# ---- design 1 ----
## config.mk

```make
export PLATFORM = sky130hd
export DESIGN_NAME = braille_cell_entry
export DESIGN_NICKNAME = d
export VERILOG_FILES = /design/src/rtl/braille_cell_entry.sv
export SDC_FILE = /design/constraint.sdc
export NUM_CORES = 1
export LEC_CHECK = 0
export ABC_AREA = 1
export CAP_MARGIN = 20
export CORE_AREA = 2 2 114 94
export CTS_CLUSTER_DIAMETER = 30
export CTS_CLUSTER_SIZE = 12
export DETAILED_ROUTE_END_ITERATION = 10
export DIE_AREA = 0 0 116 96
export GPL_TIMING_DRIVEN = 0
export PLACE_DENSITY_LB_ADDON = 0.3
export SYNTH_ARGS = -nofsm -noshare
export SYNTH_HDL_FRONTEND = slang
export SYNTH_SLANG_ARGS = --single-unit
```

## constraint.sdc

```tcl
create_clock -name CLOCK_50 -period 2.7 [get_ports CLOCK_50]
set_input_delay 0.54 -clock CLOCK_50 [delete_from_list [all_inputs] [get_ports CLOCK_50]]
set_output_delay 0.54 -clock CLOCK_50 [all_outputs]
set_load 0.02 [all_outputs]
```

## src/rtl/braille_cell_entry.sv

```systemverilog
// Capture stage for braille cells: synchronizes the dot switches and commit key, debounces the key
// and queues one 6-bit cell per press in a FIFO drained over valid/ready. Define BRL_EMPTY_REJECT_EN to drop blank cells.
module braille_cell_entry #(
  parameter int DEBOUNCE_CYCLES = 1000000,
  parameter int DEPTH           = 8
) (
  input  logic                       CLOCK_50,
  input  logic                       reset,
  input  logic [5:0]                 dots,
  input  logic                       key_n,
  output logic [5:0]                 letra,
  output logic                       letra_valid,
  input  logic                       letra_ready,
  output logic [$clog2(DEPTH):0]     count,
  output logic                       overflow,
  output logic [1:0]                 debug_state
);

  localparam int AW   = $clog2(DEPTH);
  localparam int CNTW = AW + 1;
  localparam int CW   = $clog2(DEBOUNCE_CYCLES);

  localparam logic [1:0] IDLE       = 2'd0;
  localparam logic [1:0] PRESS_WAIT = 2'd1;
  localparam logic [1:0] HELD       = 2'd2;
  localparam logic [1:0] REL_WAIT   = 2'd3;

  localparam logic [CW-1:0]   LOAD = CW'(DEBOUNCE_CYCLES - 1);
  localparam logic [CNTW-1:0] FULL = CNTW'(DEPTH);

  // Handshake: an entry transfers on any cycle where letra_valid and letra_ready are both high;
  // letra_valid depends on registered occupancy only, never on letra_ready.

  logic       key_meta, key_s;
  logic [5:0] dots_meta, dots_s;

  always_ff @(posedge CLOCK_50) begin
    if (reset) begin
      key_meta  <= 1'b1;
      key_s     <= 1'b1;
      dots_meta <= 6'b000000;
      dots_s    <= 6'b000000;
    end else begin
      key_meta  <= key_n;
      key_s     <= key_meta;
      dots_meta <= dots;
      dots_s    <= dots_meta;
    end
  end

  logic [1:0]    state;
  logic [CW-1:0] cnt;
  logic          commit;

  // The commit cycle is the one where the counter steps from 1 to 0, i.e. t + DEBOUNCE_CYCLES - 1.
  assign commit      = !reset && (state == PRESS_WAIT) && !key_s && (cnt == CW'(1));
  assign debug_state = state;

  always_ff @(posedge CLOCK_50) begin
    if (reset) begin
      state <= IDLE;
      cnt   <= '0;
    end else begin
      case (state)
        IDLE: begin
          if (!key_s) begin
            cnt   <= LOAD;
            state <= PRESS_WAIT;
          end
        end
        PRESS_WAIT: begin
          if (key_s) begin
            state <= IDLE;
          end else begin
            cnt <= cnt - CW'(1);
            if (cnt == CW'(1)) state <= HELD;
          end
        end
        HELD: begin
          if (key_s) begin
            cnt   <= LOAD;
            state <= REL_WAIT;
          end
        end
        default: begin
          if (!key_s) begin
            state <= HELD;
          end else begin
            cnt <= cnt - CW'(1);
            if (cnt == CW'(1)) state <= IDLE;
          end
        end
      endcase
    end
  end

  logic [5:0]    mem [DEPTH];
  logic [AW-1:0] wr_ptr, rd_ptr;
  logic          cell_ok, pop, push, drop;

`ifdef BRL_EMPTY_REJECT_EN
  assign cell_ok = (dots_s != 6'b000000);
`else
  assign cell_ok = 1'b1;
`endif

  assign pop  = (count != '0) && letra_ready;
  assign push = commit && cell_ok && ((count != FULL) || pop);
  assign drop = commit && cell_ok && (count == FULL) && !pop;

  always_ff @(posedge CLOCK_50) begin
    if (push) mem[wr_ptr] <= dots_s;
  end

  always_ff @(posedge CLOCK_50) begin
    if (reset) begin
      wr_ptr   <= '0;
      rd_ptr   <= '0;
      count    <= '0;
      overflow <= 1'b0;
    end else begin
      if (push) wr_ptr <= wr_ptr + AW'(1);
      if (pop)  rd_ptr <= rd_ptr + AW'(1);
      case ({push, pop})
        2'b10:   count <= count + CNTW'(1);
        2'b01:   count <= count - CNTW'(1);
        default: count <= count;
      endcase
      if (drop) overflow <= 1'b1;
    end
  end

  assign letra_valid = (count != '0);
  assign letra       = letra_valid ? mem[rd_ptr] : 6'b000000;

endmodule

```

# ---- design 2 ----
[src/rtl/serial_pkg.sv]
// Shared definitions for the serial subsystem: channel mode encoding and the
// divisor-to-reload mapping used by the baud tick channels.
package serial_pkg;

  typedef enum logic [1:0] {
    MODE_OFF    = 2'd0,
    MODE_BYPASS = 2'd1,
    MODE_POW2   = 2'd2,
    MODE_LINEAR = 2'd3
  } mode_e;

  // Reload value for a channel; the os_tick period is reload + 1 cycles.
  // pow2 uses only div[2:0], giving periods of 2..256 cycles.
  function automatic logic [31:0] reload_calc(mode_e mode, logic [31:0] div);
    logic [31:0] r;
    r = '0;
    case (mode)
      MODE_LINEAR: r = div;
      MODE_POW2:   r = (32'd2 << div[2:0]) - 32'd1;
      default:     r = '0;
    endcase
    return r;
  endfunction

endpackage

[src/rtl/baud_tick_generator_if.sv]
// Configuration, resync and strobe bundle between the serial subsystem and the
// baud tick generator.
interface baud_tick_generator_if #(
  parameter int CHANNELS  = 2,
  parameter int DIV_WIDTH = 16
);
  localparam int CH_W = (CHANNELS > 1) ? $clog2(CHANNELS) : 1;

  logic                 cfg_we;
  logic [CH_W-1:0]      cfg_ch;
  logic [1:0]           cfg_mode;
  logic [DIV_WIDTH-1:0] cfg_div;
  logic [CHANNELS-1:0]  sync;
  logic [CHANNELS-1:0]  os_tick;
  logic [CHANNELS-1:0]  bit_tick;
  logic [CHANNELS-1:0]  active;

  modport master (
    output cfg_we, cfg_ch, cfg_mode, cfg_div, sync,
    input  os_tick, bit_tick, active
  );

  modport slave (
    input  cfg_we, cfg_ch, cfg_mode, cfg_div, sync,
    output os_tick, bit_tick, active
  );

endinterface

[src/rtl/baud_tick_channel.sv]
// One baud tick channel: a reload down-counter producing the oversample strobe
// and an oversample counter producing the bit strobe, both as clock enables.
module baud_tick_channel
  import serial_pkg::*;
#(
  parameter int DIV_WIDTH  = 16,
  parameter int OVERSAMPLE = 16
) (
  input  logic                 clk,
  input  logic                 reset,
  input  logic                 wr,
  input  mode_e                mode,
  input  logic [DIV_WIDTH-1:0] div,
  input  logic                 sync,
  output logic                 os_tick,
  output logic                 bit_tick,
  output logic                 active
);

  localparam int OS_W = $clog2(OVERSAMPLE);
  localparam logic [OS_W-1:0] OS_LAST = OS_W'(OVERSAMPLE - 1);
  localparam logic [OS_W-1:0] OS_HALF = OS_W'(OVERSAMPLE / 2);

  mode_e                cur_mode;
  logic [DIV_WIDTH-1:0] reload;
  logic [DIV_WIDTH-1:0] cnt;
  logic [OS_W-1:0]      os_cnt;
  logic [DIV_WIDTH-1:0] reload_nxt;

  assign reload_nxt = DIV_WIDTH'(reload_calc(mode, 32'(div)));
  assign active     = (cur_mode != MODE_OFF);

  // Priority: config write, then off-hold, then resync, then normal counting.
  // NOTE: all state is updated with non-blocking assignments so every branch
  // sees the pre-edge values of cnt/os_cnt regardless of statement order.
  always_ff @(posedge clk or posedge reset) begin
    if (reset) begin
      cur_mode <= MODE_OFF;
      reload   <= '0;
      cnt      <= '0;
      os_cnt   <= '0;
      os_tick  <= 1'b0;
      bit_tick <= 1'b0;
    end else if (wr) begin
      cur_mode <= mode;
      reload   <= reload_nxt;
      cnt      <= reload_nxt;
      os_cnt   <= '0;
      os_tick  <= 1'b0;
      bit_tick <= 1'b0;
    end else if (cur_mode == MODE_OFF) begin
      cnt      <= '0;
      os_cnt   <= '0;
      os_tick  <= 1'b0;
      bit_tick <= 1'b0;
    end else if (sync) begin
      cnt      <= reload;
      os_cnt   <= OS_HALF;
      os_tick  <= 1'b0;
      bit_tick <= 1'b0;
    end else if (cnt == '0) begin
      cnt     <= reload;
      os_tick <= 1'b1;
      if (os_cnt == OS_LAST) begin
        os_cnt   <= '0;
        bit_tick <= 1'b1;
      end else begin
        os_cnt   <= os_cnt + OS_W'(1);
        bit_tick <= 1'b0;
      end
    end else begin
      cnt      <= cnt - DIV_WIDTH'(1);
      os_tick  <= 1'b0;
      bit_tick <= 1'b0;
    end
  end

endmodule

[src/rtl/baud_tick_generator.sv]
// Multi-channel baud tick generator: decodes config writes to a single channel
// and instantiates one independent baud_tick_channel per channel.
module baud_tick_generator
  import serial_pkg::*;
#(
  parameter int CHANNELS   = 2,
  parameter int DIV_WIDTH  = 16,
  parameter int OVERSAMPLE = 16
) (
  input logic                  clk,
  input logic                  reset,
  baud_tick_generator_if.slave bus
);

  logic [CHANNELS-1:0] wr;
  logic [CHANNELS-1:0] os_v;
  logic [CHANNELS-1:0] bit_v;
  logic [CHANNELS-1:0] act_v;

  // Out-of-range cfg_ch values match no channel, so such writes are dropped.
  for (genvar i = 0; i < CHANNELS; i++) begin : g_ch
    assign wr[i] = bus.cfg_we && (32'(bus.cfg_ch) == 32'(i));

    baud_tick_channel #(
      .DIV_WIDTH (DIV_WIDTH),
      .OVERSAMPLE(OVERSAMPLE)
    ) u_ch (
      .clk     (clk),
      .reset   (reset),
      .wr      (wr[i]),
      .mode    (mode_e'(bus.cfg_mode)),
      .div     (bus.cfg_div),
      .sync    (bus.sync[i]),
      .os_tick (os_v[i]),
      .bit_tick(bit_v[i]),
      .active  (act_v[i])
    );
  end

  assign bus.os_tick  = os_v;
  assign bus.bit_tick = bit_v;
  assign bus.active   = act_v;

endmodule

[src/flat_wrapper.sv]
// flat-port wrapper written by rule: the top's interface ports become plain ports
module baud_tick_generator_flat import serial_pkg::*;
#(
  parameter int CHANNELS   = 2,
  parameter int DIV_WIDTH  = 16,
  parameter int OVERSAMPLE = 16
)
  (clk, reset, bus_cfg_we, bus_cfg_ch, bus_cfg_mode, bus_cfg_div, bus_sync, bus_os_tick, bus_bit_tick, bus_active);
  baud_tick_generator_if #(.CHANNELS(CHANNELS), .DIV_WIDTH(DIV_WIDTH)) bus_i ();
  input logic clk;
  input logic reset;
  input wire logic [$bits(bus_i.cfg_we)-1:0] bus_cfg_we;
  input wire logic [$bits(bus_i.cfg_ch)-1:0] bus_cfg_ch;
  input wire logic [$bits(bus_i.cfg_mode)-1:0] bus_cfg_mode;
  input wire logic [$bits(bus_i.cfg_div)-1:0] bus_cfg_div;
  input wire logic [$bits(bus_i.sync)-1:0] bus_sync;
  output wire logic [$bits(bus_i.os_tick)-1:0] bus_os_tick;
  output wire logic [$bits(bus_i.bit_tick)-1:0] bus_bit_tick;
  output wire logic [$bits(bus_i.active)-1:0] bus_active;
  assign bus_i.cfg_we = bus_cfg_we;
  assign bus_i.cfg_ch = bus_cfg_ch;
  assign bus_i.cfg_mode = bus_cfg_mode;
  assign bus_i.cfg_div = bus_cfg_div;
  assign bus_i.sync = bus_sync;
  assign bus_os_tick = bus_i.os_tick;
  assign bus_bit_tick = bus_i.bit_tick;
  assign bus_active = bus_i.active;
  baud_tick_generator #(.CHANNELS(CHANNELS), .DIV_WIDTH(DIV_WIDTH), .OVERSAMPLE(OVERSAMPLE)) u_core (.clk(clk), .reset(reset), .bus(bus_i));
endmodule
[config.mk]
export PLATFORM = sky130hd
export DESIGN_NAME = baud_tick_generator_flat
export DESIGN_NICKNAME = d
export VERILOG_FILES = /design/src/rtl/serial_pkg.sv /design/src/rtl/baud_tick_generator_if.sv /design/src/rtl/baud_tick_channel.sv /design/src/rtl/baud_tick_generator.sv /design/src/flat_wrapper.sv
export SDC_FILE = /design/constraint.sdc
export NUM_CORES = 1
export LEC_CHECK = 0
export CORE_UTILIZATION = 55
export CTS_CLUSTER_SIZE = 8
export DETAILED_ROUTE_END_ITERATION = 10
export GPL_TIMING_DRIVEN = 1
export PLACE_DENSITY_LB_ADDON = 0.15
export RECOVER_POWER = 50
export SYNTH_ARGS = -nofsm -noshare
export SYNTH_HDL_FRONTEND = slang
export SYNTH_SLANG_ARGS = --single-unit
export TNS_END_PERCENT = 20
[constraint.sdc]
create_clock -name clk -period 3.9 [get_ports clk]
set_clock_uncertainty 0.05 [all_clocks]
set_input_delay 0.78 -clock clk [delete_from_list [all_inputs] [get_ports clk]]
set_output_delay 0.78 -clock clk [all_outputs]
set_load 0.01 [all_outputs]
# ---- design 3 ----
--- src/rtl/mgpio_wb_master.sv ---
// Single-outstanding Wishbone classic initiator for the GPIO register space.
// Converts valid/ready register requests into bus cycles with retry, error and timeout handling.
module mgpio_wb_master #(
    parameter int ADDR_WIDTH  = 13,
    parameter int MAX_RETRIES = 3,
    parameter int TIMEOUT     = 255
) (
    input  logic                  clk,
    input  logic                  rst_n,
    input  logic                  req_valid,
    output logic                  req_ready,
    input  logic [ADDR_WIDTH-1:0] req_addr,
    input  logic [7:0]            req_data,
    input  logic                  req_write,
    output logic                  rsp_valid,
    input  logic                  rsp_ready,
    output logic [7:0]            rsp_data,
    output logic [1:0]            rsp_status,
    output logic [ADDR_WIDTH-1:0] adr_o,
    output logic [7:0]            dat_o,
    output logic                  cyc_o,
    output logic                  stb_o,
    output logic                  we_o,
    output logic                  sel_o,
    input  logic [7:0]            dat_i,
    input  logic                  ack_i,
    input  logic                  err_i,
    input  logic                  rty_i
);

    localparam int TW = $clog2(TIMEOUT + 1);
    localparam int RW = (MAX_RETRIES > 0) ? $clog2(MAX_RETRIES + 1) : 1;
    localparam logic [TW-1:0] TIMER_LAST = TW'(TIMEOUT - 1);
    localparam logic [RW-1:0] RETRY_LAST = RW'(MAX_RETRIES);

    localparam logic [1:0] ST_OK      = 2'b00;
    localparam logic [1:0] ST_ERR     = 2'b01;
    localparam logic [1:0] ST_TIMEOUT = 2'b10;
    localparam logic [1:0] ST_RETRY   = 2'b11;

    typedef enum logic [1:0] {IDLE, BUS, BACKOFF, RESP} state_t;

    state_t                  state_reg, state_next;
    logic [ADDR_WIDTH-1:0]   adr_reg, adr_next;
    logic [7:0]              dat_reg, dat_next;
    logic                    we_reg, we_next;
    logic [RW-1:0]           retry_cnt_reg, retry_cnt_next;
    logic [TW-1:0]           timer_reg, timer_next;
    logic [7:0]              rsp_data_reg, rsp_data_next;
    logic [1:0]              rsp_status_reg, rsp_status_next;

    always_ff @(posedge clk) begin
        if (!rst_n) begin
            state_reg      <= IDLE;
            adr_reg        <= '0;
            dat_reg        <= '0;
            we_reg         <= 1'b0;
            retry_cnt_reg  <= '0;
            timer_reg      <= '0;
            rsp_data_reg   <= '0;
            rsp_status_reg <= ST_OK;
        end else begin
            state_reg      <= state_next;
            adr_reg        <= adr_next;
            dat_reg        <= dat_next;
            we_reg         <= we_next;
            retry_cnt_reg  <= retry_cnt_next;
            timer_reg      <= timer_next;
            rsp_data_reg   <= rsp_data_next;
            rsp_status_reg <= rsp_status_next;
        end
    end

    always_comb begin
        state_next      = state_reg;
        adr_next        = adr_reg;
        dat_next        = dat_reg;
        we_next         = we_reg;
        retry_cnt_next  = retry_cnt_reg;
        timer_next      = timer_reg;
        rsp_data_next   = rsp_data_reg;
        rsp_status_next = rsp_status_reg;

        case (state_reg)
            IDLE: begin
                if (req_valid) begin
                    adr_next       = req_addr;
                    dat_next       = req_data;
                    we_next        = req_write;
                    retry_cnt_next = '0;
                    timer_next     = '0;
                    state_next     = BUS;
                end
            end
            BUS: begin
                // Termination priority: err > ack > rty; any of them beats the timeout.
                if (err_i) begin
                    rsp_status_next = ST_ERR;
                    rsp_data_next   = 8'h00;
                    state_next      = RESP;
                end else if (ack_i) begin
                    rsp_status_next = ST_OK;
                    rsp_data_next   = we_reg ? 8'h00 : dat_i;
                    state_next      = RESP;
                end else if (rty_i) begin
                    if (retry_cnt_reg == RETRY_LAST) begin
                        rsp_status_next = ST_RETRY;
                        rsp_data_next   = 8'h00;
                        state_next      = RESP;
                    end else begin
                        retry_cnt_next = retry_cnt_reg + RW'(1);
                        state_next     = BACKOFF;
                    end
                end else if (timer_reg == TIMER_LAST) begin
                    rsp_status_next = ST_TIMEOUT;
                    rsp_data_next   = 8'h00;
                    state_next      = RESP;
                end else begin
                    timer_next = timer_reg + TW'(1);
                end
            end
            BACKOFF: begin
                timer_next = '0;
                state_next = BUS;
            end
            RESP: begin
                if (rsp_ready) begin
                    state_next = IDLE;
                end
            end
            default: state_next = IDLE;
        endcase
    end

    assign req_ready  = rst_n && (state_reg == IDLE);
    assign rsp_valid  = (state_reg == RESP);
    assign rsp_data   = rsp_data_reg;
    assign rsp_status = rsp_status_reg;
    assign cyc_o      = (state_reg == BUS);
    assign stb_o      = (state_reg == BUS);
    assign sel_o      = (state_reg == BUS);
    assign adr_o      = adr_reg;
    assign dat_o      = dat_reg;
    assign we_o       = we_reg;

endmodule
--- config.mk ---
export PLATFORM = sky130hd
export DESIGN_NAME = mgpio_wb_master
export DESIGN_NICKNAME = d
export VERILOG_FILES = /design/src/rtl/mgpio_wb_master.sv
export SDC_FILE = /design/constraint.sdc
export NUM_CORES = 1
export LEC_CHECK = 0
export CORE_ASPECT_RATIO = 1.4
export CORE_UTILIZATION = 44
export DETAILED_ROUTE_END_ITERATION = 10
export PLACE_DENSITY = 0.85
export SETUP_SLACK_MARGIN = 0.1
export SLEW_MARGIN = 20
export SYNTH_ARGS = -nofsm -noshare
export SYNTH_HDL_FRONTEND = slang
export SYNTH_SLANG_ARGS = --single-unit
--- constraint.sdc ---
create_clock -name clk -period 2 [get_ports clk]
set_clock_uncertainty 0.2 [all_clocks]
set_input_delay 0.6 -clock clk [delete_from_list [all_inputs] [get_ports clk]]
set_output_delay 0.6 -clock clk [all_outputs]
set_load 0.05 [all_outputs]
==> design_1/final_congestion.png <==
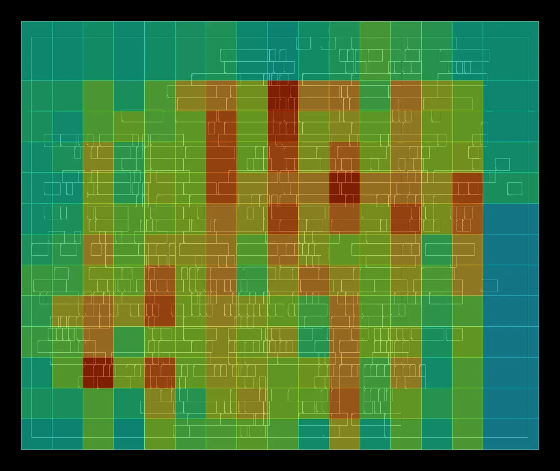
Total GRT Usage: 15.9%
M3 GR Usage: 5.67%

==> design_1/density.png <==
12 x 10 tiles, from black (low) to pale yellow (high), 0 to 100% covered.
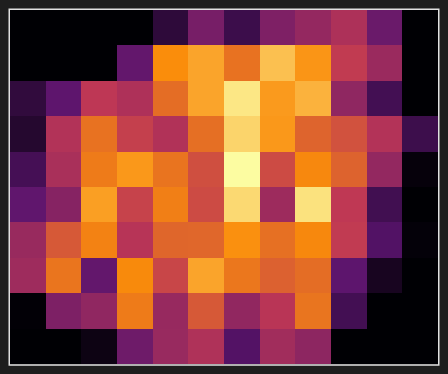
- emptiest ninth of the die: top left
- nearly empty tiles: 18%
- tiles over 75% full: 14%
- fullest tile: 99%
- mean over tiles: 43%

==> results.sh, design 1 <==
# physical design summary
export IMPL_status="finished clean"
export IMPL_placed_cells=604
export IMPL_ctsHoldBuffers=0
export IMPL_r2r_cells=7
export IMPL_buffers=36
export IMPL_logic_gate_count=276
export IMPL_n_all_inverters=56
export IMPL_fin_ws_ns=0.102
export IMPL_cts_made_buffers=9
export IMPL_cp_cell_sequence="clkdlybuf4s50_1 -> clkinv_1 -> nand2_1 -> nor2_1 -> nand3_4 -> nor2_4 -> nand2_1 -> nor3_2"
export IMPL_clockPowerShare_pct=29.1
export IMPL_area_growth_pct=19.8
export IMPL_power_frac_comb_pct=30.6
export IMPL_regToRegSetupSlack_ns=0.40
export IMPL_rsz0062_at_grt="true"
export IMPL_met1_length_mm=3.77
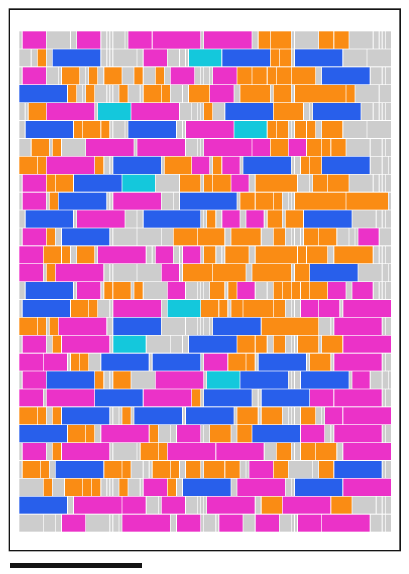
(design_3/cell_classes.png)
Scale bar: 20 um. Fill, decap, tap and diode cells in grey.
- other buffers and delay cells: magenta (cells 90)
- flip-flops: blue (cells 44)
- clock drivers and dummy loads: cyan (cells 7)
- all other logic: orange (cells 161)
design area: 0.00337 mm2
Layout Utilization: 78.3%
Seq/total area: 26.3%

==> results.sh, design 3 <==
# physical design summary
export IMPL_r2r_cells=7
export IMPL_cp_required_ns=1.20
export IMPL_buffers=90
export IMPL_cts_made_buffers=5
export IMPL_grt_usage_pct=22.0
export IMPL_power_density_mw_per_mm2=640
export IMPL_worstSetupStartpointType="primary input"
export IMPL_worst_path_stages=3
export IMPL_grt_antenna_before_repair=0
export IMPL_status="finished clean"
export IMPL_most_common_cell="nand2_1"
export IMPL_timing_final_crit_share_pct=94.9
export IMPL_maxCapViolations=0
export IMPL_fp_util_pct=46.8
export IMPL_hold_path_class="reg2reg"
export IMPL_fin_ws_ns=0.102
export IMPL_pg_comb_mw=0.607
export IMPL_io_pins=74
export IMPL_fp_nets=260
export IMPL_cp_startpoint="rst_n"
export IMPL_ys_seq_share_pct=43.7
==> design_2/registers.png <==
Scale bar: 20 um. Other sequential cells in the stronger grey, the rest of the logic in the fainter grey.
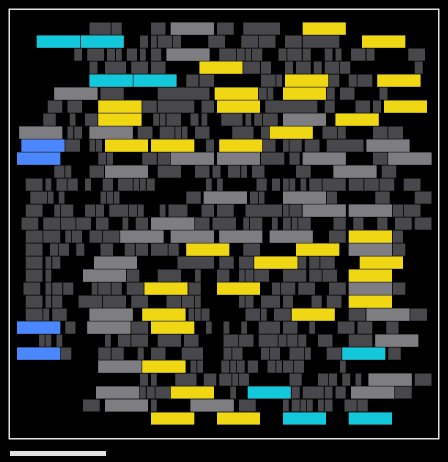
- u_core.g_ch.u_ch.os_cnt: cyan (flops 8; where spread over the die)
- u_core.g_ch.u_ch.cur_mode: blue (flops 4)
- u_core.g_ch.u_ch.cnt: yellow (flops 32)
- not coloured: 36

==> design_2/final_congestion.png <==
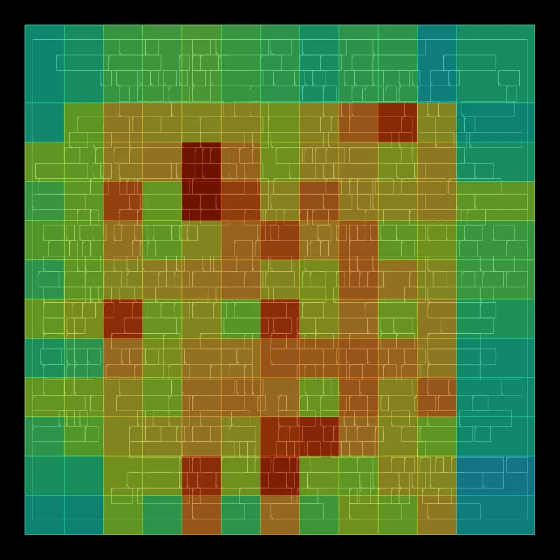
GRT met2 Usage: 37.5%
Total GRT Usage: 24.8%
Wirelength per Cell: 16.8 um
M3 GR Usage: 7.40%

==> results.sh, design 2 <==
# physical design summary
export IMPL_p_int_mw=1.69
export IMPL_mux_area_share_pct=1.01
export IMPL_swShare_pct=34.2
export IMPL_clk_latency_ns=0.35
export IMPL_maxCapViolations=1
export IMPL_htreeDepth=3
export IMPL_placed_cells=521
export IMPL_ys_sh_xor_pct=4.98
export IMPL_status="complete, but fails checks"
export IMPL_met3_length_um=394
export IMPL_regToRegSetupSlack_ns=1.37
export IMPL_area_growth_pct=12.5
export IMPL_crit_type="in2reg"
export IMPL_power_switching_mw=0.874
export IMPL_lay_top_count="dfrtp_1"
export IMPL_drt_drc_violations_left=0
export IMPL_fill_cells=603
export IMPL_final_layout_top_logic_cells="dfrtp_1 (80), nand2_1 (47), clkdlybuf4s50_1 (27)"
export IMPL_slew_viol_final=56
export IMPL_dp_hpwl_mm=6.53
export IMPL_total_power_mw=2.56
export IMPL_clk_pin_slew_ns=0.07
export IMPL_dieArea_mm2=0.00803
export IMPL_vias=3237
export IMPL_ys_cells=415
export IMPL_seqCellArea_mm2=0.00200
export IMPL_reg_top3="u_core.g_ch.u_ch.cnt x32, u_core.g_ch.u_ch.reload x32, u_core.g_ch.u_ch.os_cnt x8"
export IMPL_ys_types=62
export IMPL_synthArstFlopShare_pct=100
export IMPL_cp_startpoint="bus_cfg_ch"
export IMPL_timing_final_crit_share_pct=72.8
export IMPL_highest_layer="met4"
export IMPL_violations="max-capacitance violations, max-slew violations"


==> notes/layouts.md <==
Pictures saved along the way, in no particular order.

Metal layers overlaid.
Scale bar: 20 um. Two of the layers only.
image #1
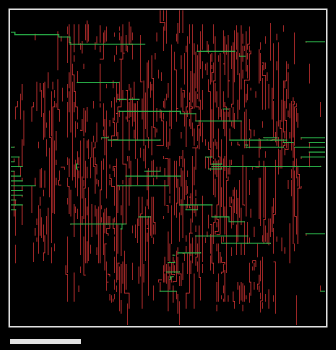
image #2
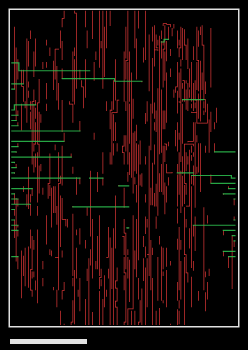
image #3
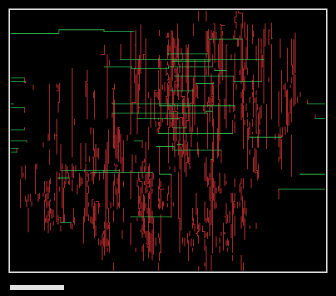
image #1 -> design 2
image #2 -> design 3
image #3 -> design 1
Of these, largest die: image #3

Key to image #3:
- met2: red (wire length 3720 um)
- met3: green (wire length 550 um)

